==================== ps2_keyboard
### Met3 routing, ps2_keyboard

Bar = 20 um.
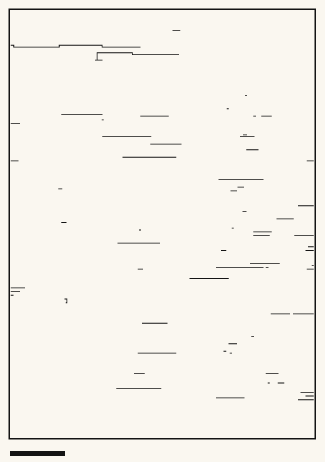

==> src/rtl/ps2_pkg.sv <==
// Shared constants and helpers for the PS/2 keyboard receiver.
package ps2_pkg;

  localparam int unsigned FRAME_BITS         = 11;
  localparam int unsigned DEFAULT_FIFO_DEPTH = 8;

  typedef logic [7:0] scan_code_t;

  localparam scan_code_t SC_BREAK    = 8'hF0;
  localparam scan_code_t SC_EXTENDED = 8'hE0;

  // First ten frame bits are {parity, data[7:0], start}, bit 0 = start.
  function automatic logic frame_valid(input logic [9:0] head, input logic stop_bit);
    return (head[0] == 1'b0) && (stop_bit == 1'b1) && (^head[9:1] == 1'b1);
  endfunction

endpackage

==> src/rtl/lookup_table.sv <==
// Set-2 scan code to lowercase ASCII, one-cycle registered output.
module lookup_table (
  input  logic       clock,
  input  logic [7:0] address,
  output logic [7:0] q
);

  logic [7:0] w_ascii;
  logic [7:0] r_q;

  always_comb begin
    w_ascii = 8'h00;
    unique case (address)
      8'h1C: w_ascii = 8'h61;  8'h32: w_ascii = 8'h62;  8'h21: w_ascii = 8'h63;
      8'h23: w_ascii = 8'h64;  8'h24: w_ascii = 8'h65;  8'h2B: w_ascii = 8'h66;
      8'h34: w_ascii = 8'h67;  8'h33: w_ascii = 8'h68;  8'h43: w_ascii = 8'h69;
      8'h3B: w_ascii = 8'h6A;  8'h42: w_ascii = 8'h6B;  8'h4B: w_ascii = 8'h6C;
      8'h3A: w_ascii = 8'h6D;  8'h31: w_ascii = 8'h6E;  8'h44: w_ascii = 8'h6F;
      8'h4D: w_ascii = 8'h70;  8'h15: w_ascii = 8'h71;  8'h2D: w_ascii = 8'h72;
      8'h1B: w_ascii = 8'h73;  8'h2C: w_ascii = 8'h74;  8'h3C: w_ascii = 8'h75;
      8'h2A: w_ascii = 8'h76;  8'h1D: w_ascii = 8'h77;  8'h22: w_ascii = 8'h78;
      8'h35: w_ascii = 8'h79;  8'h1A: w_ascii = 8'h7A;
      8'h45: w_ascii = 8'h30;  8'h16: w_ascii = 8'h31;  8'h1E: w_ascii = 8'h32;
      8'h26: w_ascii = 8'h33;  8'h25: w_ascii = 8'h34;  8'h2E: w_ascii = 8'h35;
      8'h36: w_ascii = 8'h36;  8'h3D: w_ascii = 8'h37;  8'h3E: w_ascii = 8'h38;
      8'h46: w_ascii = 8'h39;
      8'h0E: w_ascii = 8'h60;  8'h4E: w_ascii = 8'h2D;  8'h55: w_ascii = 8'h3D;
      8'h5D: w_ascii = 8'h5C;  8'h54: w_ascii = 8'h5B;  8'h5B: w_ascii = 8'h5D;
      8'h4C: w_ascii = 8'h3B;  8'h52: w_ascii = 8'h27;  8'h41: w_ascii = 8'h2C;
      8'h49: w_ascii = 8'h2E;  8'h4A: w_ascii = 8'h2F;  8'h29: w_ascii = 8'h20;
      8'h5A: w_ascii = 8'h0D;  8'h66: w_ascii = 8'h08;  8'h0D: w_ascii = 8'h09;
      8'h76: w_ascii = 8'h1B;
      // Keypad
      8'h70: w_ascii = 8'h30;  8'h69: w_ascii = 8'h31;  8'h72: w_ascii = 8'h32;
      8'h7A: w_ascii = 8'h33;  8'h6B: w_ascii = 8'h34;  8'h73: w_ascii = 8'h35;
      8'h74: w_ascii = 8'h36;  8'h6C: w_ascii = 8'h37;  8'h75: w_ascii = 8'h38;
      8'h7D: w_ascii = 8'h39;  8'h7C: w_ascii = 8'h2A;  8'h7B: w_ascii = 8'h2D;
      8'h79: w_ascii = 8'h2B;  8'h71: w_ascii = 8'h2E;
      default: w_ascii = 8'h00;
    endcase
  end

  always_ff @(posedge clock) begin
    r_q <= w_ascii;
  end

  assign q = r_q;

endmodule

==> src/rtl/ps2_keyboard.sv <==
// PS/2 keyboard receiver with scan-code FIFO and ASCII lookup.
// Define PS2_FRAME_CHECK_EN to drop frames with bad start, stop or parity bits.
module ps2_keyboard
  import ps2_pkg::*;
#(
  parameter int unsigned FIFO_DEPTH  = DEFAULT_FIFO_DEPTH,
  parameter int unsigned TIMEOUT_CYC = 50000
) (
  input  logic       clk,
  input  logic       clrn,
  input  logic       ps2_clk,
  input  logic       ps2_data,
  input  logic       nextdata_n,
  output logic [7:0] data,
  output logic       ready,
  output logic       overflow,
  output logic [7:0] ascii
);

  localparam int unsigned AW = $clog2(FIFO_DEPTH);
  localparam int unsigned TW = $clog2(TIMEOUT_CYC + 1);

  logic [2:0]    r_clk_sync;
  logic [2:0]    r_data_sync;
  logic [3:0]    r_bit_cnt;
  logic [9:0]    r_frame;
  logic [TW-1:0] r_to_cnt;
  logic [7:0]    r_mem [FIFO_DEPTH];
  logic [AW-1:0] r_wr_ptr;
  logic [AW-1:0] r_rd_ptr;
  logic [AW:0]   r_count;
  logic          r_overflow;

  logic w_fall;
  logic w_bit;
  logic w_done;
  logic w_accept;
  logic w_full;
  logic w_push;
  logic w_pop;
  logic w_timeout;

  assign w_fall    = r_clk_sync[2] & ~r_clk_sync[1];
  assign w_bit     = r_data_sync[1];
  assign w_done    = w_fall && (r_bit_cnt == 4'(FRAME_BITS - 1));
  assign w_timeout = !w_fall && (r_bit_cnt != 4'd0) && (r_to_cnt == TW'(TIMEOUT_CYC - 1));

`ifdef PS2_FRAME_CHECK_EN
  assign w_accept = frame_valid(r_frame, w_bit);
`else
  assign w_accept = 1'b1;
`endif

  assign ready  = (r_count != '0);
  assign w_full = (r_count == (AW + 1)'(FIFO_DEPTH));
  assign w_pop  = !nextdata_n && ready;
  // A pop in the same cycle frees the slot, so a full FIFO can still take the byte.
  assign w_push = w_done && w_accept && (!w_full || w_pop);

  always_ff @(posedge clk) begin
    if (clrn) begin
      r_clk_sync  <= 3'b111;
      r_data_sync <= 3'b111;
    end else begin
      r_clk_sync  <= {r_clk_sync[1:0], ps2_clk};
      r_data_sync <= {r_data_sync[1:0], ps2_data};
    end
  end

  always_ff @(posedge clk) begin
    if (clrn) begin
      r_bit_cnt <= 4'd0;
      r_frame   <= '0;
      r_to_cnt  <= '0;
    end else if (w_fall) begin
      r_to_cnt <= '0;
      if (w_done) begin
        r_bit_cnt <= 4'd0;
      end else begin
        r_bit_cnt <= r_bit_cnt + 4'd1;
        r_frame   <= {w_bit, r_frame[9:1]};
      end
    end else if (w_timeout) begin
      r_bit_cnt <= 4'd0;
      r_to_cnt  <= '0;
    end else if (r_bit_cnt != 4'd0) begin
      r_to_cnt <= r_to_cnt + TW'(1);
    end else begin
      r_to_cnt <= '0;
    end
  end

  always_ff @(posedge clk) begin
    if (w_push) begin
      r_mem[r_wr_ptr] <= r_frame[8:1];
    end
  end

  always_ff @(posedge clk) begin
    if (clrn) begin
      r_wr_ptr   <= '0;
      r_rd_ptr   <= '0;
      r_count    <= '0;
      r_overflow <= 1'b0;
    end else begin
      if (w_push) begin
        r_wr_ptr <= r_wr_ptr + AW'(1);
      end
      if (w_pop) begin
        r_rd_ptr <= r_rd_ptr + AW'(1);
      end
      if (w_push && !w_pop) begin
        r_count <= r_count + (AW + 1)'(1);
      end else if (w_pop && !w_push) begin
        r_count <= r_count - (AW + 1)'(1);
      end
      if (w_done && w_accept && w_full && !w_pop) begin
        r_overflow <= 1'b1;
      end
    end
  end

  assign data     = ready ? r_mem[r_rd_ptr] : 8'h00;
  assign overflow = r_overflow;

  lookup_table u_lookup_table (
    .clock   (clk),
    .address (data),
    .q       (ascii)
  );

endmodule

==> config.mk <==
export PLATFORM = sky130hd
export DESIGN_NAME = ps2_keyboard
export DESIGN_NICKNAME = d
export VERILOG_FILES = /design/src/rtl/ps2_pkg.sv /design/src/rtl/lookup_table.sv /design/src/rtl/ps2_keyboard.sv
export SDC_FILE = /design/constraint.sdc
export NUM_CORES = 1
export LEC_CHECK = 0
export ABC_AREA = 0
export CELL_PAD_IN_SITES_DETAIL_PLACEMENT = 1
export CELL_PAD_IN_SITES_GLOBAL_PLACEMENT = 2
export CORE_AREA = 2 2 109 154
export CTS_CLUSTER_DIAMETER = 150
export DETAILED_ROUTE_END_ITERATION = 10
export DIE_AREA = 0 0 111 156
export PLACE_DENSITY_LB_ADDON = 0.05
export SYNTH_ARGS = -nofsm -noshare
export SYNTH_HDL_FRONTEND = slang
export SYNTH_SLANG_ARGS = --single-unit
==> constraint.sdc <==
create_clock -name clk -period 3.3 [get_ports clk]
set_input_delay 0.495 -clock clk [delete_from_list [all_inputs] [get_ports clk]]
set_output_delay 0.495 -clock clk [all_outputs]
set_load 0.02 [all_outputs]
==================== ifft32_sdf_ctrl_flat
File: src/rtl/ifft32_sdf_ctrl_if.sv
// Control bundle between the SDF IFFT sequencer (master) and the
// sample source / butterfly datapath (slave).
interface ifft32_sdf_ctrl_if;
    logic       in_valid;
    logic       in_ready;
    logic       in_take;
    logic       pipe_en;
    logic [4:0] bf_sel;
    logic [3:0] tw_mul;
    logic [3:0] tw_addr32;
    logic [2:0] tw_addr16;
    logic [1:0] tw_addr8;
    logic       tw_addr4;
    logic       out_valid;
    logic [4:0] out_idx;
    logic       busy;

    modport master (
        input  in_valid,
        output in_ready, in_take, pipe_en, bf_sel, tw_mul,
        output tw_addr32, tw_addr16, tw_addr8, tw_addr4,
        output out_valid, out_idx, busy
    );

    modport slave (
        output in_valid,
        input  in_ready, in_take, pipe_en, bf_sel, tw_mul,
        input  tw_addr32, tw_addr16, tw_addr8, tw_addr4,
        input  out_valid, out_idx, busy
    );
endinterface

File: src/rtl/ifft32_sdf_ctrl.sv
// Sequencer for the 32-point radix-2 SDF IFFT: master sample counter, stage
// select / twiddle decode and flagging of bit-reversed output samples.
module ifft32_sdf_ctrl (
    input  logic              clk,
    input  logic              rst,
    ifft32_sdf_ctrl_if.master bus
);
    typedef enum logic [1:0] {
        ST_IDLE  = 2'd0,
        ST_RUN   = 2'd1,
        ST_FLUSH = 2'd2
    } state_t;

    state_t     r_state;
    logic [4:0] r_cnt;
    // r_live[0]: a frame was taken in the previous lap; r_live[1]: the lap before
    logic [1:0] r_live;

    logic       w_ready;
    logic       w_take;
    logic       w_pipe_en;
    logic       w_wrap;
    logic       w_last_out;
    logic [4:0] w_cout;
    logic [3:0] w_c2_lo;
    logic [2:0] w_c3_lo;
    logic [1:0] w_c4_lo;
    logic [4:0] w_bf;
    logic [3:0] w_mul;

    function automatic logic [4:0] bitrev5(input logic [4:0] v);
        return {v[0], v[1], v[2], v[3], v[4]};
    endfunction

    // Handshake and clock-enable; reset holds the enable low
    always_comb begin
        w_ready = 1'b1;
        case (r_state)
            ST_IDLE:  w_ready = 1'b1;
            ST_RUN:   w_ready = 1'b1;
            ST_FLUSH: w_ready = (r_cnt == 5'd0);
            default:  w_ready = 1'b1;
        endcase
        w_take = bus.in_valid & w_ready & ~rst;
        if (r_state == ST_FLUSH) begin
            w_pipe_en = ~rst;
        end else begin
            w_pipe_en = w_take;
        end
        w_wrap     = w_pipe_en & (r_cnt == 5'd31);
        w_last_out = w_pipe_en & (r_cnt == 5'd3);
    end

    // Stage local counts, computed only as wide as the bits each stage uses
    always_comb begin
        w_c2_lo = r_cnt[3:0] - 4'd1;
        w_c3_lo = r_cnt[2:0] - 3'd2;
        w_c4_lo = r_cnt[1:0] - 2'd3;
        w_cout  = r_cnt - 5'd4;
        w_bf    = 5'd0;
        if (r_state == ST_IDLE) begin
            w_bf = 5'd0;
        end else begin
            // offset 34 is even, so stage 5 sees the raw count LSB
            w_bf = {r_cnt[0], w_c4_lo[1], w_c3_lo[2], w_c2_lo[3], r_cnt[4]};
        end
        w_mul = ~w_bf[3:0];
    end

    assign bus.in_ready  = w_ready | rst;
    assign bus.in_take   = w_take;
    assign bus.pipe_en   = w_pipe_en;
    assign bus.bf_sel    = w_bf;
    assign bus.tw_mul    = w_mul;
    assign bus.tw_addr32 = w_mul[0] ? r_cnt[3:0] : 4'd0;
    assign bus.tw_addr16 = w_mul[1] ? w_c2_lo[2:0] : 3'd0;
    assign bus.tw_addr8  = w_mul[2] ? w_c3_lo[1:0] : 2'd0;
    assign bus.tw_addr4  = w_mul[3] ? w_c4_lo[0] : 1'b0;
    // Output counts 0..3 of a lap belong to the frame from two laps back
    assign bus.out_valid = w_pipe_en & ((r_cnt < 5'd4) ? r_live[1] : r_live[0]);
    assign bus.out_idx   = bitrev5(w_cout);
    assign bus.busy      = (r_state != ST_IDLE);

    // Sequencer FSM, master counter and live-frame tracking
    always_ff @(posedge clk) begin
        if (rst) begin
            r_state <= ST_IDLE;
            r_cnt   <= 5'd0;
            r_live  <= 2'b00;
        end else if (w_pipe_en) begin
            r_cnt <= r_cnt + 5'd1;
            if (w_wrap) begin
                r_live <= {r_live[0], (r_state == ST_RUN)};
            end else if (w_last_out) begin
                r_live[1] <= 1'b0;
            end else begin
                r_live <= r_live;
            end
            case (r_state)
                ST_IDLE: begin
                    r_state <= ST_RUN;
                end
                ST_RUN: begin
                    if (r_cnt == 5'd31) begin
                        r_state <= ST_FLUSH;
                    end else begin
                        r_state <= ST_RUN;
                    end
                end
                ST_FLUSH: begin
                    if (w_take) begin
                        r_state <= ST_RUN;
                    end else if (w_last_out && !r_live[0]) begin
                        r_state <= ST_IDLE;
                        r_cnt   <= 5'd0;
                    end else begin
                        r_state <= ST_FLUSH;
                    end
                end
                default: begin
                    r_state <= ST_IDLE;
                    r_cnt   <= 5'd0;
                end
            endcase
        end else begin
            r_state <= r_state;
            r_cnt   <= r_cnt;
            r_live  <= r_live;
        end
    end
endmodule

File: src/flat_wrapper.sv
// flat-port wrapper written by rule: the top's interface ports become plain ports
module ifft32_sdf_ctrl_flat 
  (clk, rst, bus_in_valid, bus_in_ready, bus_in_take, bus_pipe_en, bus_bf_sel, bus_tw_mul, bus_tw_addr32, bus_tw_addr16, bus_tw_addr8, bus_tw_addr4, bus_out_valid, bus_out_idx, bus_busy);
  ifft32_sdf_ctrl_if bus_i ();
  input  logic clk;
  input  logic rst;
  input wire logic [$bits(bus_i.in_valid)-1:0] bus_in_valid;
  output wire logic [$bits(bus_i.in_ready)-1:0] bus_in_ready;
  output wire logic [$bits(bus_i.in_take)-1:0] bus_in_take;
  output wire logic [$bits(bus_i.pipe_en)-1:0] bus_pipe_en;
  output wire logic [$bits(bus_i.bf_sel)-1:0] bus_bf_sel;
  output wire logic [$bits(bus_i.tw_mul)-1:0] bus_tw_mul;
  output wire logic [$bits(bus_i.tw_addr32)-1:0] bus_tw_addr32;
  output wire logic [$bits(bus_i.tw_addr16)-1:0] bus_tw_addr16;
  output wire logic [$bits(bus_i.tw_addr8)-1:0] bus_tw_addr8;
  output wire logic [$bits(bus_i.tw_addr4)-1:0] bus_tw_addr4;
  output wire logic [$bits(bus_i.out_valid)-1:0] bus_out_valid;
  output wire logic [$bits(bus_i.out_idx)-1:0] bus_out_idx;
  output wire logic [$bits(bus_i.busy)-1:0] bus_busy;
  assign bus_i.in_valid = bus_in_valid;
  assign bus_in_ready = bus_i.in_ready;
  assign bus_in_take = bus_i.in_take;
  assign bus_pipe_en = bus_i.pipe_en;
  assign bus_bf_sel = bus_i.bf_sel;
  assign bus_tw_mul = bus_i.tw_mul;
  assign bus_tw_addr32 = bus_i.tw_addr32;
  assign bus_tw_addr16 = bus_i.tw_addr16;
  assign bus_tw_addr8 = bus_i.tw_addr8;
  assign bus_tw_addr4 = bus_i.tw_addr4;
  assign bus_out_valid = bus_i.out_valid;
  assign bus_out_idx = bus_i.out_idx;
  assign bus_busy = bus_i.busy;
  ifft32_sdf_ctrl u_core (.clk(clk), .rst(rst), .bus(bus_i));
endmodule
File: config.mk
export PLATFORM = sky130hd
export DESIGN_NAME = ifft32_sdf_ctrl_flat
export DESIGN_NICKNAME = d
export VERILOG_FILES = /design/src/rtl/ifft32_sdf_ctrl_if.sv /design/src/rtl/ifft32_sdf_ctrl.sv /design/src/flat_wrapper.sv
export SDC_FILE = /design/constraint.sdc
export NUM_CORES = 1
export LEC_CHECK = 0
export CAP_MARGIN = 20
export CORE_UTILIZATION = 45
export CTS_BUF_LIST = sky130_fd_sc_hd__clkbuf_4
export DETAILED_ROUTE_END_ITERATION = 6
export GPL_TIMING_DRIVEN = 0
export HOLD_SLACK_MARGIN = 0.02
export PLACE_DENSITY = 0.84
export RECOVER_POWER = 100
export SYNTH_ARGS = -nofsm -noshare
export SYNTH_HDL_FRONTEND = slang
export SYNTH_SLANG_ARGS = --single-unit
File: constraint.sdc
create_clock -name clk -period 2.1 [get_ports clk]
set_clock_uncertainty 0.1 [all_clocks]
set_input_delay 0.42 -clock clk [delete_from_list [all_inputs] [get_ports clk]]
set_output_delay 0.42 -clock clk [all_outputs]
set_load 0.01 [all_outputs]
### Placement view, ps2_keyboard

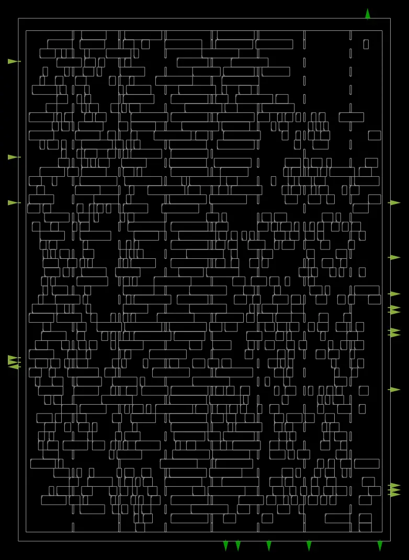
fillers: 1744
Util after Layout: 43.86%
Placement Rows: 55
core area: 15900 um^2

About 'Met3 routing' of ps2_keyboard:
nets with wire on the layer: 39
share of all routed wire: 2.5%

==> results.yml, ps2_keyboard <==
# flow metrics
outcome:
  status: "completed"
logic_synthesis:
  synth.largest_area_cell: "edfxtp_1"
  ys_sh_mux_pct: 8.122
  area_leaders: "edfxtp_1 (32%), dfxtp_1 (18%), mux2i_1 (4.5%), ha_1 (3.8%), nor2_1 (3.7%)"
  ys_sh_simple_pct: 15.17
  yosys_area_um2: 5962
  top_cell: "edfxtp_1"
clocking:
  numCtsBuffers: 17
  cts_sinks: 119
  cts_max_level: 4
route:
  dr_wl_met3_um: 406
  met2_length_um: 8986
  dr.pass1.iters: 5
global_routing:
  track_usage_pct: 19.63
final_layout:
  logic_area_um2: 2651
  final_area_um2: 6973
pwr:
  p_switching_mw: 2.491
  p_seq_share_pct: 26.9
sta:
  setup_viol: 0
  fin_setup_tns_ns: 0
critical_path:
  critical-path-slowest-cell: "clkdlybuf4s50_1"
placement:
  io_buffers: 21
## ps2_keyboard: per-stage QoR
step	util (%)	hold WS (ns)	setup slack (ns)	power (mW)	instances
final	43.86	0.4097	0.1446	6.182	805
after global routing	43.86	0.4229	0.007423	6.505	805
after CTS	43.81	0.4137	0.04353	6.207	805
after detailed placement	40.41	0.3987	0.1845	4.497	773
after global placement	40.41	0.3986	0.2870	4.506	773
after floorplan	-	0.3895	0.4466	3.628	557
## ps2_keyboard: worst paths after layout
check	from	end	slack (ns)	cells past startpoint
hold / removal	r_data_sync[0]	r_data_sync[1]	0.41	1
setup / recovery	register	data[2]	0.14	6
setup reg to reg	register	u_lookup_table.q[4]	0.29	9
hold reg to reg	r_data_sync[0]	r_data_sync[1]	0.41	1
## ps2_keyboard: timing repair
action | in CTS | in global routing
gates resized | 1 | 6
endpoints found under the setup margin | 1 | 5
pin swaps | 0 | 0
## ps2_keyboard: final cells by class
class / count / share of cell area, %
clock buffers: 20 / 6.262
clock inverters: 12 / 1.507
inverters: 16 / 1.005
multi-input cells: 388 / 38.02
flip-flops and latches: 119 / 43.37
well taps: 199 / 3.571
repair buffers: 51 / 6.262
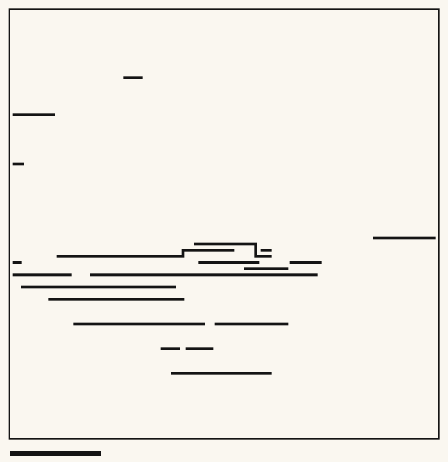
*Met3 routing, ifft32_sdf_ctrl_flat*
Bar = 10 um.
main direction: horizontal
share of all routed wire: 5.4%
nets with wire on the layer: 16

==> results.yml, ifft32_sdf_ctrl_flat <==
# flow metrics
final_layout:
  seq_area_um2: 196.4
  final_area_um2: 1439
  final_cell_mix: "dlygate4sd2_1 (15), buf_4 (12), inv_1 (9), nor2_1 (8), nand2_1 (8)"
  flops: 9
  syn_to_final_growth_pct: 56.04
die:
  fp.dieH_um: 47.27
  rows: 16
  die_area_um2: 2234
  tap-cell-count: 27
hold_path:
  min_path_cells: 1
  hold_end: "u_core.r_live[1]"
  min_path_type: "reg2reg"
logic_synthesis:
  synthArstFlopShare_pct: 0
  synth_cell_types: 37
  synth.largest_area_cell: "dfxtp_1"
  ys_cells: 121
outcome:
  status: "completed"
critical_path:
  regToRegSetupSlack_ns: 0.19
  crit_arrival_ns: 1.57
clocking:
  clk_pin_slew_ns: 0.06
placement:
  place_area_um2: 1266
  dp_hpwl_um: 1951
  pre_cts_slack_ns: -0.4856
sta:
  final-max-slew-violation-count: 0
flow_run:
  warning_count: 34
route:
  drtIter0Drc: 48
## ifft32_sdf_ctrl_flat: per-layer routing
metal  GRT usage [%]  vias to the layer above  share of wire, %
met3           6.923                        4               5.4
met1           39.22                      528                45
met5               0                        -                 0
li1                -                      515                 -
met2           43.29                       36                49
met4           5.143                        0              0.72
## ifft32_sdf_ctrl_flat: report_power, final
| group | switching (mW) | leakage (nW) | internal, mW | total, mW |
|---|---|---|---|---|
| Sequential | 0.00804 | 0.0767 | 0.177 | 0.185 |
| Clock | 0.0654 | 0.0184 | 0.0864 | 0.152 |
| Combinational | 0.171 | 0.576 | 0.162 | 0.333 |
| Total | 0.244 | 0.671 | 0.426 | 0.670 |
## ifft32_sdf_ctrl_flat: what timing repair did
action | 4_1_cts | 5_1_grt
pin swaps | 3 | 6
gates resized | 72 | 24
endpoints found under the hold margin | 0 | 0
setup endpoints to repair | 26 | 13
buffers inserted | 8 | 2
## ifft32_sdf_ctrl_flat: flip-flops by register name, indices dropped and copies added, names as in the netlist
register,flops
u_core.r_state,2
u_core.r_cnt,5
u_core.r_live,2

==> screenshots <==
Cell classes on the final placement.
picture 1
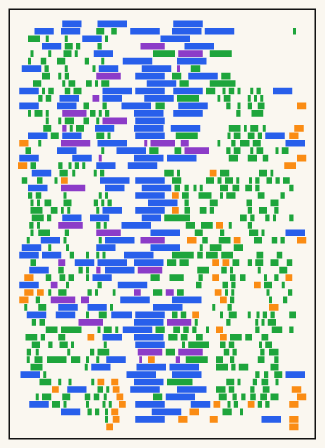
picture 2
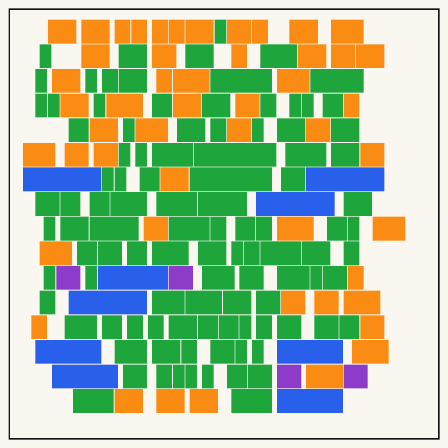
picture 2: ifft32_sdf_ctrl_flat
picture 1: ps2_keyboard

Key to picture 1:
| color | class | cells |
|---|---|---|
| orange | remaining buffers and delay cells | 51 |
| purple | clock drivers and dummy loads | 32 |
| blue | registers | 119 |
| green | remaining logic cells | 404 |


==================== msg_router
File: src/rtl/msg_router_pkg.sv
// Shared types and constants for the message router.
// Build option: MSG_ROUTER_CHK_EN adds a trailing checksum byte to each frame.
package msg_router_pkg;

    localparam int unsigned BYTE_W = 8;
    localparam logic [BYTE_W-1:0] DEFAULT_SYNC_BYTE = 8'hA5;

    typedef enum logic [2:0] {
        HUNT      = 3'd0,
        GET_ID    = 3'd1,
        GET_COUNT = 3'd2,
        PAYLOAD   = 3'd3,
        GET_CHK   = 3'd4
    } routerState_t;

    // Index width able to address n destinations (at least one bit).
    function automatic int unsigned idWidth(input int unsigned n);
        return (n > 1) ? $clog2(n) : 1;
    endfunction

endpackage

File: src/rtl/msg_timeout_timer.sv
// Idle-cycle watchdog: counts cycles while enabled, restarts on every byte,
// flags expiry when the idle run reaches TIMEOUT_CYCLES.
module msg_timeout_timer #(
    parameter int unsigned TIMEOUT_CYCLES = 50000
) (
    input  logic Clock,
    input  logic Reset_n,
    input  logic Enable,
    input  logic Restart,
    output logic Expired
);

    localparam int unsigned CNT_W = $clog2(TIMEOUT_CYCLES + 1);

    logic [CNT_W-1:0] idleCount;

    // Expiry is decoded from the registered count; a restart in the same cycle suppresses it.
    assign Expired = Enable && !Restart && (idleCount == CNT_W'(TIMEOUT_CYCLES - 1));

    // Idle counter: cleared outside a frame, on a byte, or once it fires.
    always_ff @(posedge Clock or negedge Reset_n) begin
        if (!Reset_n) begin
            idleCount <= '0;
        end else if (!Enable || Restart || Expired) begin
            idleCount <= '0;
        end else begin
            idleCount <= idleCount + CNT_W'(1);
        end
    end

endmodule

File: src/rtl/msg_router.sv
// Frames SYNC/ID/COUNT/payload messages from the serial byte stream and routes
// payload bytes to the addressed word receiver.
// Build option: MSG_ROUTER_CHK_EN appends a checksum byte (state GET_CHK).
module msg_router
    import msg_router_pkg::*;
#(
    parameter logic [BYTE_W-1:0] SYNC_BYTE      = DEFAULT_SYNC_BYTE,
    parameter int unsigned       NUM_DEST       = 4,
    parameter int unsigned       MAX_PAYLOAD    = 32,
    parameter int unsigned       TIMEOUT_CYCLES = 50000
) (
    input  logic                Clock,
    input  logic                Reset_n,
    input  logic [BYTE_W-1:0]   InByte,
    input  logic                InByteReady,
    output logic [BYTE_W-1:0]   DataByte,
    output logic [NUM_DEST-1:0] WriteByte,
    output logic [NUM_DEST-1:0] ClearAddr,
    output logic [NUM_DEST-1:0] MsgComplete,
    output logic                MsgError,
    output logic                Busy
);

    localparam int unsigned ID_W  = idWidth(NUM_DEST);
    localparam int unsigned REM_W = $clog2(MAX_PAYLOAD + 1);

`ifdef MSG_ROUTER_CHK_EN
    localparam routerState_t FRAME_END = GET_CHK;
`else
    localparam routerState_t FRAME_END = HUNT;
`endif

    routerState_t state, nextState;

    logic [ID_W-1:0]     destId, destIdD;
    logic [REM_W-1:0]    remaining, remainingD;
    logic [BYTE_W-1:0]   dataByteD;
    logic [NUM_DEST-1:0] writeByteD, clearAddrD, msgCompleteD;
    logic                msgErrorD, busyD;
    logic                timeoutExpired;

    logic                idValid, countTooBig, countZero, lastByte;
    logic [NUM_DEST-1:0] idMask, destMask;

`ifdef MSG_ROUTER_CHK_EN
    logic [BYTE_W-1:0]   chkSum, chkSumD;
    logic                chkOk;
    assign chkOk = (BYTE_W'(chkSum + InByte) == '0);
`endif

    assign idValid     = (32'(InByte) < NUM_DEST);
    assign countTooBig = (32'(InByte) > MAX_PAYLOAD);
    assign countZero   = (InByte == '0);
    assign lastByte    = (remaining == REM_W'(1));
    assign idMask      = NUM_DEST'(1) << InByte[ID_W-1:0];
    assign destMask    = NUM_DEST'(1) << destId;

    msg_timeout_timer #(
        .TIMEOUT_CYCLES(TIMEOUT_CYCLES)
    ) u_timer (
        .Clock   (Clock),
        .Reset_n (Reset_n),
        .Enable  (state != HUNT),
        .Restart (InByteReady),
        .Expired (timeoutExpired)
    );

    // State register.
    always_ff @(posedge Clock or negedge Reset_n) begin
        if (!Reset_n) begin
            state <= HUNT;
        end else begin
            state <= nextState;
        end
    end

    // Next-state: advance one field per strobe; errors and timeout fall back to HUNT.
    always_comb begin
        nextState = state;
        case (state)
            HUNT: begin
                if (InByteReady && (InByte == SYNC_BYTE)) nextState = GET_ID;
            end
            GET_ID: begin
                if (InByteReady) nextState = idValid ? GET_COUNT : HUNT;
            end
            GET_COUNT: begin
                if (InByteReady) begin
                    if (countTooBig)    nextState = HUNT;
                    else if (countZero) nextState = FRAME_END;
                    else                nextState = PAYLOAD;
                end
            end
            PAYLOAD: begin
                if (InByteReady && lastByte) nextState = FRAME_END;
            end
            GET_CHK: begin
                if (InByteReady) nextState = HUNT;
            end
            default: nextState = HUNT;
        endcase
        if (timeoutExpired) nextState = HUNT;
    end

    // Output and datapath next values; all pulses default low, bus and counters hold.
    always_comb begin
        dataByteD    = DataByte;
        writeByteD   = '0;
        clearAddrD   = '0;
        msgCompleteD = '0;
        msgErrorD    = 1'b0;
        busyD        = (nextState != HUNT);
        destIdD      = destId;
        remainingD   = remaining;
`ifdef MSG_ROUTER_CHK_EN
        chkSumD      = chkSum;
`endif
        case (state)
            GET_ID: begin
                if (InByteReady) begin
                    if (idValid) begin
                        clearAddrD = idMask;
                        destIdD    = ID_W'(InByte);
`ifdef MSG_ROUTER_CHK_EN
                        chkSumD    = InByte;
`endif
                    end else begin
                        msgErrorD = 1'b1;
                    end
                end
            end
            GET_COUNT: begin
                if (InByteReady) begin
                    if (countTooBig) begin
                        msgErrorD = 1'b1;
                    end else begin
                        remainingD = REM_W'(InByte);
`ifdef MSG_ROUTER_CHK_EN
                        chkSumD    = BYTE_W'(chkSum + InByte);
`else
                        if (countZero) msgCompleteD = destMask;
`endif
                    end
                end
            end
            PAYLOAD: begin
                if (InByteReady) begin
                    dataByteD  = InByte;
                    writeByteD = destMask;
                    remainingD = remaining - REM_W'(1);
`ifdef MSG_ROUTER_CHK_EN
                    chkSumD    = BYTE_W'(chkSum + InByte);
`else
                    if (lastByte) msgCompleteD = destMask;
`endif
                end
            end
            GET_CHK: begin
`ifdef MSG_ROUTER_CHK_EN
                if (InByteReady) begin
                    if (chkOk) msgCompleteD = destMask;
                    else       msgErrorD    = 1'b1;
                end
`endif
            end
            default: ;
        endcase
        if (timeoutExpired) msgErrorD = 1'b1;
    end

    // Output and datapath registers.
    always_ff @(posedge Clock or negedge Reset_n) begin
        if (!Reset_n) begin
            DataByte    <= '0;
            WriteByte   <= '0;
            ClearAddr   <= '0;
            MsgComplete <= '0;
            MsgError    <= 1'b0;
            Busy        <= 1'b0;
            destId      <= '0;
            remaining   <= '0;
`ifdef MSG_ROUTER_CHK_EN
            chkSum      <= '0;
`endif
        end else begin
            DataByte    <= dataByteD;
            WriteByte   <= writeByteD;
            ClearAddr   <= clearAddrD;
            MsgComplete <= msgCompleteD;
            MsgError    <= msgErrorD;
            Busy        <= busyD;
            destId      <= destIdD;
            remaining   <= remainingD;
`ifdef MSG_ROUTER_CHK_EN
            chkSum      <= chkSumD;
`endif
        end
    end

endmodule

File: config.mk
export PLATFORM = sky130hd
export DESIGN_NAME = msg_router
export DESIGN_NICKNAME = d
export VERILOG_FILES = /design/src/rtl/msg_router_pkg.sv /design/src/rtl/msg_timeout_timer.sv /design/src/rtl/msg_router.sv
export SDC_FILE = /design/constraint.sdc
export NUM_CORES = 1
export LEC_CHECK = 0
export ABC_CLOCK_PERIOD_IN_PS = 2350
export CORE_MARGIN = 3
export CORE_UTILIZATION = 40
export DETAILED_ROUTE_END_ITERATION = 16
export DONT_BUFFER_PORTS = 1
export GPL_TIMING_DRIVEN = 0
export PLACE_DENSITY = 0.57
export SYNTH_ARGS = -nofsm -noshare
export SYNTH_HDL_FRONTEND = slang
export SYNTH_SLANG_ARGS = --single-unit
File: constraint.sdc
create_clock -name Clock -period 2.35 [get_ports Clock]
set_input_delay 0.705 -clock Clock [delete_from_list [all_inputs] [get_ports Clock]]
set_output_delay 0.705 -clock Clock [all_outputs]
set_load 0.01 [all_outputs]
==================== alu_op_controller_flat
[src/rtl/alu_op_controller_if.sv]
// Bundle of the request, result and ALU-side signals of alu_op_controller.
//   req_*  : operation request from the issuer (valid/ready handshake)
//   res_*  : captured result to the consumer (valid/ready handshake)
//   alu_*  : operands/selects/enable to the ALU selector stage, alu_y back
// slave  = controller view, master = environment (issuer, consumer, ALU) view.
interface alu_op_controller_if;
  logic       req_valid;
  logic       req_ready;
  logic [1:0] req_op;
  logic [3:0] req_a;
  logic [3:0] req_b;

  logic       res_valid;
  logic       res_ready;
  logic [4:0] res_y;
  logic [1:0] res_op;

  logic [3:0] alu_a;
  logic [3:0] alu_b;
  logic       alu_s0;
  logic       alu_s1;
  logic       alu_en;
  logic [4:0] alu_y;

  modport slave (
    input  req_valid, req_op, req_a, req_b, res_ready, alu_y,
    output req_ready, res_valid, res_y, res_op,
    output alu_a, alu_b, alu_s0, alu_s1, alu_en
  );

  modport master (
    output req_valid, req_op, req_a, req_b, res_ready, alu_y,
    input  req_ready, res_valid, res_y, res_op,
    input  alu_a, alu_b, alu_s0, alu_s1, alu_en
  );
endinterface

[src/rtl/alu_op_controller.sv]
// Sequences one ALU operation at a time: latch request, drive the ALU for a
// single cycle, hold the captured result until the consumer takes it.
//   clk, rst : clock, synchronous active-high reset
//   bus      : request / result / ALU signals (alu_op_controller_if.slave)
//   busy     : controller is not idle
//   op_count : number of delivered results, wraps silently
module alu_op_controller #(
  parameter int unsigned CNT_W = 8
) (
  input  logic               clk,
  input  logic               rst,
  alu_op_controller_if.slave bus,
  output logic               busy,
  output logic [CNT_W-1:0]   op_count
);

  typedef enum logic [1:0] {
    IDLE  = 2'd0,
    DRIVE = 2'd1,
    DONE  = 2'd2
  } state_t;

  state_t           state_q;
  state_t           state_d;
  logic [1:0]       op_q;
  logic [3:0]       a_q;
  logic [3:0]       b_q;
  logic [4:0]       y_q;
  logic [1:0]       rop_q;
  logic [CNT_W-1:0] cnt_q;

  logic             req_ready_c;
  logic             req_hs_c;
  logic             res_hs_c;

  // Handshake qualification and next-state; reset masks both handshakes.
  always_comb begin
    state_d     = state_q;
    req_ready_c = 1'b0;
    res_hs_c    = 1'b0;
    req_hs_c    = 1'b0;

    case (state_q)
      IDLE:    req_ready_c = 1'b1;
      DONE: begin
        // A new request is only taken when the pending result leaves.
        req_ready_c = bus.res_ready;
        res_hs_c    = bus.res_ready;
      end
      default: req_ready_c = 1'b0;
    endcase

    if (rst) begin
      req_ready_c = 1'b0;
      res_hs_c    = 1'b0;
    end
    req_hs_c = bus.req_valid & req_ready_c;

    case (state_q)
      IDLE:    if (req_hs_c) state_d = DRIVE;
      DRIVE:   state_d = DONE;
      DONE:    if (res_hs_c) state_d = req_hs_c ? DRIVE : IDLE;
      default: state_d = IDLE;
    endcase
  end

  // State, operand latch, result capture and delivery counter.
  always_ff @(posedge clk) begin
    if (rst) begin
      state_q <= IDLE;
      op_q    <= 2'd0;
      a_q     <= 4'd0;
      b_q     <= 4'd0;
      y_q     <= 5'd0;
      rop_q   <= 2'd0;
      cnt_q   <= '0;
    end else begin
      state_q <= state_d;
      if (req_hs_c) begin
        op_q <= bus.req_op;
        a_q  <= bus.req_a;
        b_q  <= bus.req_b;
      end
      if (state_q == DRIVE) begin
        y_q   <= bus.alu_y;
        rop_q <= op_q;
      end
      if (res_hs_c) begin
        cnt_q <= cnt_q + CNT_W'(1);
      end
    end
  end

  assign bus.req_ready = req_ready_c;
  assign bus.res_valid = (state_q == DONE);
  assign bus.res_y     = y_q;
  assign bus.res_op    = rop_q;
  assign bus.alu_a     = a_q;
  assign bus.alu_b     = b_q;
  assign bus.alu_s0    = op_q[0];
  assign bus.alu_s1    = op_q[1];
  assign bus.alu_en    = (state_q == DRIVE);
  assign busy          = (state_q != IDLE);
  assign op_count      = cnt_q;

endmodule

[src/flat_wrapper.sv]
// flat-port wrapper written by rule: the top's interface ports become plain ports
module alu_op_controller_flat 
#(
  parameter int unsigned CNT_W = 8
)
  (clk, rst, busy, op_count, bus_req_valid, bus_req_op, bus_req_a, bus_req_b, bus_res_ready, bus_alu_y, bus_req_ready, bus_res_valid, bus_res_y, bus_res_op, bus_alu_a, bus_alu_b, bus_alu_s0, bus_alu_s1, bus_alu_en);
  alu_op_controller_if bus_i ();
  input  logic clk;
  input  logic rst;
  output logic busy;
  output logic [CNT_W-1:0] op_count;
  input wire logic [$bits(bus_i.req_valid)-1:0] bus_req_valid;
  input wire logic [$bits(bus_i.req_op)-1:0] bus_req_op;
  input wire logic [$bits(bus_i.req_a)-1:0] bus_req_a;
  input wire logic [$bits(bus_i.req_b)-1:0] bus_req_b;
  input wire logic [$bits(bus_i.res_ready)-1:0] bus_res_ready;
  input wire logic [$bits(bus_i.alu_y)-1:0] bus_alu_y;
  output wire logic [$bits(bus_i.req_ready)-1:0] bus_req_ready;
  output wire logic [$bits(bus_i.res_valid)-1:0] bus_res_valid;
  output wire logic [$bits(bus_i.res_y)-1:0] bus_res_y;
  output wire logic [$bits(bus_i.res_op)-1:0] bus_res_op;
  output wire logic [$bits(bus_i.alu_a)-1:0] bus_alu_a;
  output wire logic [$bits(bus_i.alu_b)-1:0] bus_alu_b;
  output wire logic [$bits(bus_i.alu_s0)-1:0] bus_alu_s0;
  output wire logic [$bits(bus_i.alu_s1)-1:0] bus_alu_s1;
  output wire logic [$bits(bus_i.alu_en)-1:0] bus_alu_en;
  assign bus_i.req_valid = bus_req_valid;
  assign bus_i.req_op = bus_req_op;
  assign bus_i.req_a = bus_req_a;
  assign bus_i.req_b = bus_req_b;
  assign bus_i.res_ready = bus_res_ready;
  assign bus_i.alu_y = bus_alu_y;
  assign bus_req_ready = bus_i.req_ready;
  assign bus_res_valid = bus_i.res_valid;
  assign bus_res_y = bus_i.res_y;
  assign bus_res_op = bus_i.res_op;
  assign bus_alu_a = bus_i.alu_a;
  assign bus_alu_b = bus_i.alu_b;
  assign bus_alu_s0 = bus_i.alu_s0;
  assign bus_alu_s1 = bus_i.alu_s1;
  assign bus_alu_en = bus_i.alu_en;
  alu_op_controller #(.CNT_W(CNT_W)) u_core (.clk(clk), .rst(rst), .bus(bus_i), .busy(busy), .op_count(op_count));
endmodule
[config.mk]
export PLATFORM = sky130hd
export DESIGN_NAME = alu_op_controller_flat
export DESIGN_NICKNAME = d
export VERILOG_FILES = /design/src/rtl/alu_op_controller_if.sv /design/src/rtl/alu_op_controller.sv /design/src/flat_wrapper.sv
export SDC_FILE = /design/constraint.sdc
export NUM_CORES = 1
export LEC_CHECK = 0
export ABC_AREA = 1
export CORE_ASPECT_RATIO = 1.1
export CORE_MARGIN = 2
export CORE_UTILIZATION = 44
export DETAILED_ROUTE_END_ITERATION = 6
export PLACE_DENSITY = 0.83
export SLEW_MARGIN = 20
export SYNTH_ARGS = -nofsm -noshare
export SYNTH_HDL_FRONTEND = slang
export SYNTH_SLANG_ARGS = --single-unit
[constraint.sdc]
create_clock -name clk -period 1.6 [get_ports clk]
set_input_delay 0.16 -clock clk [delete_from_list [all_inputs] [get_ports clk]]
set_output_delay 0.16 -clock clk [all_outputs]
set_load 0.005 [all_outputs]
### Cell classes on the final placement, alu_op_controller_flat

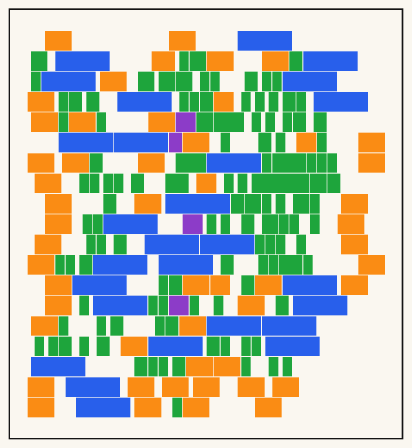
| color | class | cells |
|---|---|---|
| green | remaining logic cells | 117 |
| orange | remaining buffers and delay cells | 51 |
| blue | registers | 27 |
| purple | clock drivers and dummy loads | 4 |
core area: 2472 um^2
Post-Layout Inst Area: 1660 um^2
Util after Layout: 67.16%
flop share of the area: 32.78%
Placement Rows: 19

==> results.yml, alu_op_controller_flat <==
# flow metrics
outcome:
  status: "completed"
sta:
  fmax_mhz: 650.0
  finalClockPeriodUsage_pct: 96.15
  period_needed_ns: 1.538
  fin_setup_tns_ns: 0
  rsz0062_at_grt: "false"
clocking:
  clock_path_buffers: 2
  cts_hold_buf: 0
critical_path:
  r2r_cells: 7
  crit_buf_inv: 2
  startpoint: "u_core.state_q[0]"
global_routing:
  grt_max_degree: 25
  grt_first_pass_wirelength_um: 4209
  use_met3_pct: 3.927
  grt_overflow: 0
pwr:
  comb_power_share_pct: 17.9
  p_seq_share_pct: 59.0
  pg_clk_mw: 0.286
  power_sequential_mw: 0.730
logic_synthesis:
  syn_nets: 169
  ys_sh_mux_pct: 0
  yosysWarnings: 0
final_layout:
  layout_top_cell: "clkdlybuf4s50_1"
  syn_to_final_growth_pct: 46.95
  fin_nets: 220
die:
  die_area_um2: 2990
-- alu_op_controller_flat: sequential cells by signal (all words and copies together) (netlist names) --
signal             cells
u_core.bus.alu_a       4
u_core.bus.alu_b       4
u_core.bus.res_op      2
u_core.bus.res_y       5
u_core.op_count        8
u_core.op_q            2
u_core.state_q         2
-- alu_op_controller_flat: cell usage after synthesis --
cell      instances  share of area (%)
nand3_1          13                5.8
a21oi_1           5                2.2
o21ai_0          10                4.4
nand2_1          39                 13
nand4_4           1                1.9
inv_2             4                1.3
nor2_4            2                2.0
a31oi_1           1               0.55
clkbuf_1          2               0.66
nand4_1           3                1.7
nor2_1           21                7.0
o21ai_2           1               0.78
dfxtp_1          27                 48
a21oi_2           1               0.78
nand2_2           4                2.2
buf_6             3                3.0
nor2_2            1               0.55
ha_1              1                1.1
inv_1            10                3.3
-- alu_op_controller_flat: final cells by class --
| cell class | count | area (um^2) |
|---|---|---|
| timing repair buffer | 51 | 499.2 |
| sequential | 27 | 544.3 |
| fill | 236 | 812.0 |
| clock inverter | 1 | 5.005 |
| inverter | 14 | 52.55 |
| multi-input combinational | 103 | 498.0 |
| clock buffer | 3 | 22.52 |
| tap | 31 | 38.79 |
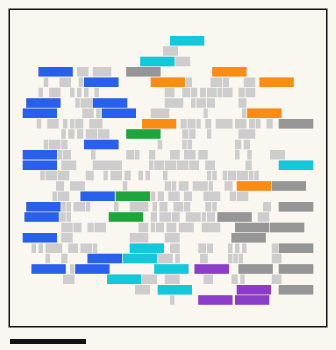
*Register map, names as in the netlist, msg_router*
Bar = 20 um.
| color | signal | flops |
|---|---|---|
| orange | remaining | 6 |
| blue | u_timer.idleCount | 16 |
| green | state | 3 |
| purple | ClearAddr | 4 |
| cyan | DataByte | 8 |
not colored: 12

==> results.yml, msg_router <==
# flow metrics
outcome:
  status: "completed"
pwr:
  maxPowerGroup: "registers"
  p_leak_nw: 1.088
route:
  wl_met1_um: 2212
  wirelength_um: 4872
  dr.pass1.iters: 4
logic_synthesis:
  synthArstFlopShare_pct: 100.0
clocking:
  insertion_delay_ns: 0.30
  ctsRootBufferMaster: "clkbuf_8"
  numCtsBuffers: 5
critical_path:
  critPathLaunchType: "register"
  crit_required_ns: 2.52
die:
  die_area_um2: 6864
sta:
  finalClockPeriodUsage_pct: 94.11
  fmax_mhz: 452.1
==> msg_router: worst max-delay path by stage <==
stage | cells past startpoint | end | slack (ns) | from
2_1_floorplan | 4 | MsgComplete[1] | 0.11 | InByte[4]
3_3_place_gp | 5 | Busy | -0.24 | InByteReady
3_5_place_dp | 5 | Busy | -0.19 | InByteReady
4_1_cts | 5 | Busy | 0.05 | u_timer.idleCount[11]
5_1_grt | 6 | Busy | 0.02 | remaining[0]
6_report | 6 | Busy | 0.14 | remaining[0]
==> msg_router: cells by family (layout without fill, tap and decap cells) <==
family	after synthesis	count (layout)	synth area share, %
simple gates	111	111	25.85
flops	49	49	51.91
compound gates	30	30	8.528
buf+inv	19	27	3.125
xor+xnor	14	14	5.191
mux	8	8	3.814
fa+ha+maj	3	3	1.589
==> msg_router: sequential cells by signal, indices dropped and copies added (netlist names) <==
name               cells
DataByte               8
remaining              6
Busy                   1
state                  3
u_timer.idleCount     16
ClearAddr              4
MsgComplete            4
WriteByte              4
MsgError               1
destId                 2
==> msg_router: repair_timing <==
action | in CTS | in global routing
endpoints found under the setup margin | 0 | 3
setup buffers | 0 | 0
hold buffers | 0 | 0
gates resized | 0 | 3
endpoints found under the hold margin | 0 | 0

==================== addsub8_reg
### Cell classes on the final placement, addsub8_reg

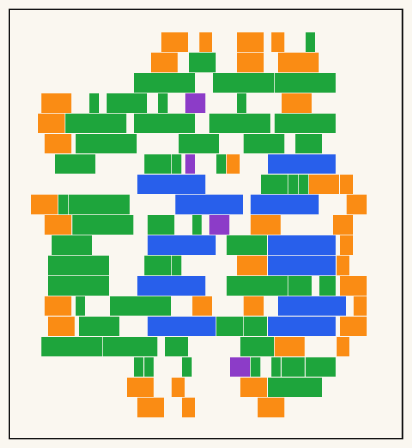
### Placement density heat map, addsub8_reg

The die is cut into 11 by 11 equal tiles; white is low, dark blue is high, 0 to 100% covered.
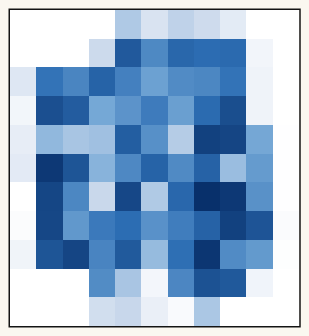
**src/rtl/addsub8_reg.sv**
```systemverilog
// Registered 8-bit adder/subtractor: ripple chain of 1-bit add/subtract cells,
// with the result, carry/borrow and signed-overflow flags captured on in_valid.
module addsub8_reg #(
  parameter int unsigned WIDTH = 8
) (
  input  logic             clk,
  input  logic             rst_n,
  input  logic             in_valid,
  input  logic             sub,
  input  logic [WIDTH-1:0] a,
  input  logic [WIDTH-1:0] b,
  input  logic             cin,
  output logic [WIDTH-1:0] s,
  output logic             cout,
  output logic             ovf,
  output logic             out_valid
);

  logic [WIDTH-1:0] sum;
  logic [WIDTH:0]   chain;
  logic             ovf_next;

  // chain carries carry in add mode and borrow in subtract mode
  always_comb begin
    sum      = '0;
    chain    = '0;
    chain[0] = cin;
    for (int unsigned i = 0; i < WIDTH; i++) begin
      sum[i] = a[i] ^ b[i] ^ chain[i];
      if (sub)
        chain[i+1] = (~a[i] & b[i]) | (chain[i] & ~(a[i] ^ b[i]));
      else
        chain[i+1] = (a[i] & b[i]) | (chain[i] & (a[i] ^ b[i]));
    end
  end

  always_comb begin
    ovf_next = 1'b0;
    if (sub)
      ovf_next = (a[WIDTH-1] ^ b[WIDTH-1]) & (sum[WIDTH-1] ^ a[WIDTH-1]);
    else
      ovf_next = ~(a[WIDTH-1] ^ b[WIDTH-1]) & (sum[WIDTH-1] ^ a[WIDTH-1]);
  end

  always_ff @(posedge clk or negedge rst_n) begin
    if (!rst_n) begin
      s         <= '0;
      cout      <= 1'b0;
      ovf       <= 1'b0;
      out_valid <= 1'b0;
    end else begin
      out_valid <= in_valid;
      if (in_valid) begin
        s    <= sum;
        cout <= chain[WIDTH];
        ovf  <= ovf_next;
      end
    end
  end

endmodule

```
**config.mk**
```make
export PLATFORM = sky130hd
export DESIGN_NAME = addsub8_reg
export DESIGN_NICKNAME = d
export VERILOG_FILES = /design/src/rtl/addsub8_reg.sv
export SDC_FILE = /design/constraint.sdc
export NUM_CORES = 1
export LEC_CHECK = 0
export CAP_MARGIN = 20
export CORE_ASPECT_RATIO = 1.1
export CORE_MARGIN = 2
export CORE_UTILIZATION = 35
export CTS_CLUSTER_DIAMETER = 80
export CTS_CLUSTER_SIZE = 30
export DETAILED_ROUTE_END_ITERATION = 16
export GPL_TIMING_DRIVEN = 0
export HOLD_SLACK_MARGIN = 0.08
export PLACE_DENSITY = 0.62
export SYNTH_ARGS = -nofsm -noshare
export SYNTH_HDL_FRONTEND = slang
export SYNTH_SLANG_ARGS = --single-unit
```
**constraint.sdc**
```tcl
create_clock -name clk -period 0.9 [get_ports clk]
set_input_delay 0.09 -clock clk [delete_from_list [all_inputs] [get_ports clk]]
set_output_delay 0.09 -clock clk [all_outputs]
set_load 0.01 [all_outputs]
```
==> results.yml <==
# flow metrics
outcome:
  status: "finished with violations"
  violations: "setup timing"
final_layout:
  flops: 11
  bufAreaShareNonClock_pct: 24.00
sta:
  period_needed_ns: 4.965
  fin_ws_ns: -4.065
  finalClockPeriodUsage_pct: 551.7
  tightest_slew_ns: 0.4571
  setup_viol: 9
clocking:
  ctsRootBufferMaster: "clkbuf_4"
  cts_sinks: 11
  cts_tree: "built"
critical_path:
  critPathLaunchType: "primary input"
  path_cells: "buf_8 > fa_2 > mux2_4 > fa_2 > mux2_4 > fa_2 > mux2_4 > fa_2 > mux2_4 > fa_2 > mux2_4 > fa_2 > mux2i_4 > fa_2 > mux2_4 > fa_1 > xor2_1 > a31o_2"
logic_synthesis:
  syn-cell-area_um2: 905.9
  synth_cell_types: 13
  ys_cells: 68
hold_path:
  min_path_type: "in2async"
pwr:
  pg_clk_mw: 0.348
About 'Cell classes on the final placement' of addsub8_reg:
| color | class | cells |
|---|---|---|
| green | remaining logic cells | 55 |
| orange | remaining buffers and delay cells | 37 |
| blue | registers | 11 |
| purple | clock drivers and dummy loads | 4 |
Placement Rows: 19
Post-Layout Inst Area: 1345 um^2
core area: 2472 um^2
Util after Layout: 54.40%
flop share of the area: 20.47%

About 'Placement density heat map' of addsub8_reg:
densest ninth of the die: center
tiles over 75% full: 26%
nearly empty tiles: 23%
mean over tiles: 43%
initial core utilization: 36.64%

-- cells by family (layout without fill, tap and decap cells) --
| group | count (synthesis) | after routing | synth area share, % |
|---|---|---|---|
| xor gates and xnor gates | 2 | 2 | 1.934 |
| muxes | 16 | 16 | 19.20 |
| adders and majority gates | 17 | 17 | 36.74 |
| AOI/OAI and AO/OA | 2 | 2 | 1.519 |
| DFF | 11 | 11 | 30.39 |
| buffers and inverters | 18 | 57 | 9.116 |
| and+or+nand+nor | 2 | 2 | 1.105 |
-- flip-flops by register name (all words and copies together), names as in the netlist --
register,cells
s,8
cout,1
out_valid,1
ovf,1
-- layer usage --
metal  global-route usage, %  vias to the layer above  routed length, um
met5                       0                        -                  0
met4                   8.791                        0                 61
met3                   1.571                        5                 96
met2                   20.00                       21                793
met1                   11.07                      293                531
li1                        -                      278                  -
-- through the flow --
stage          power (mW)  TNS, ns
2_1_floorplan       1.112   -24.46
3_3_place_gp        1.523   -30.80
3_5_place_dp        1.544   -31.14
4_1_cts             1.804   -23.78
5_1_grt             1.997   -24.64
6_report            1.859   -23.57


==> gallery <==
Met3 routing.
Bar = 20 um.
Plate I
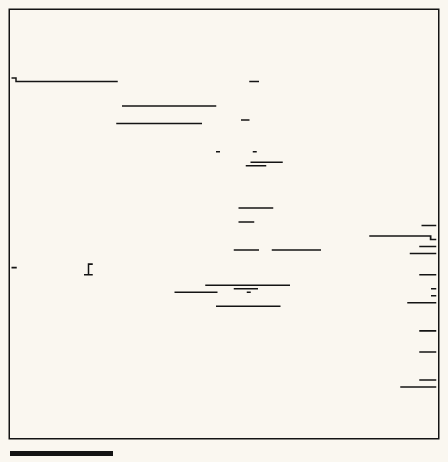
Plate II
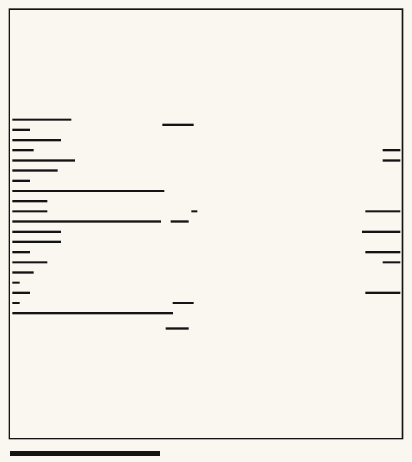
Plate III
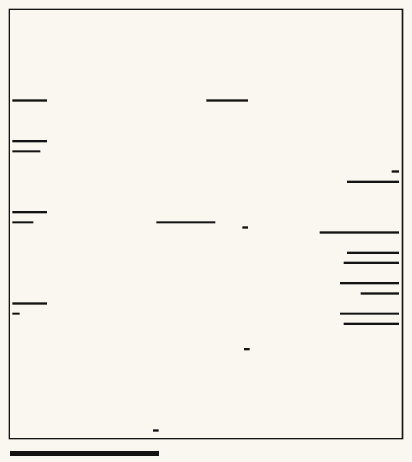
addsub8_reg is Plate III.
alu_op_controller_flat is Plate II.
msg_router is Plate I.
Of these, largest die: Plate I

Power and IR drop assume default switching activity.
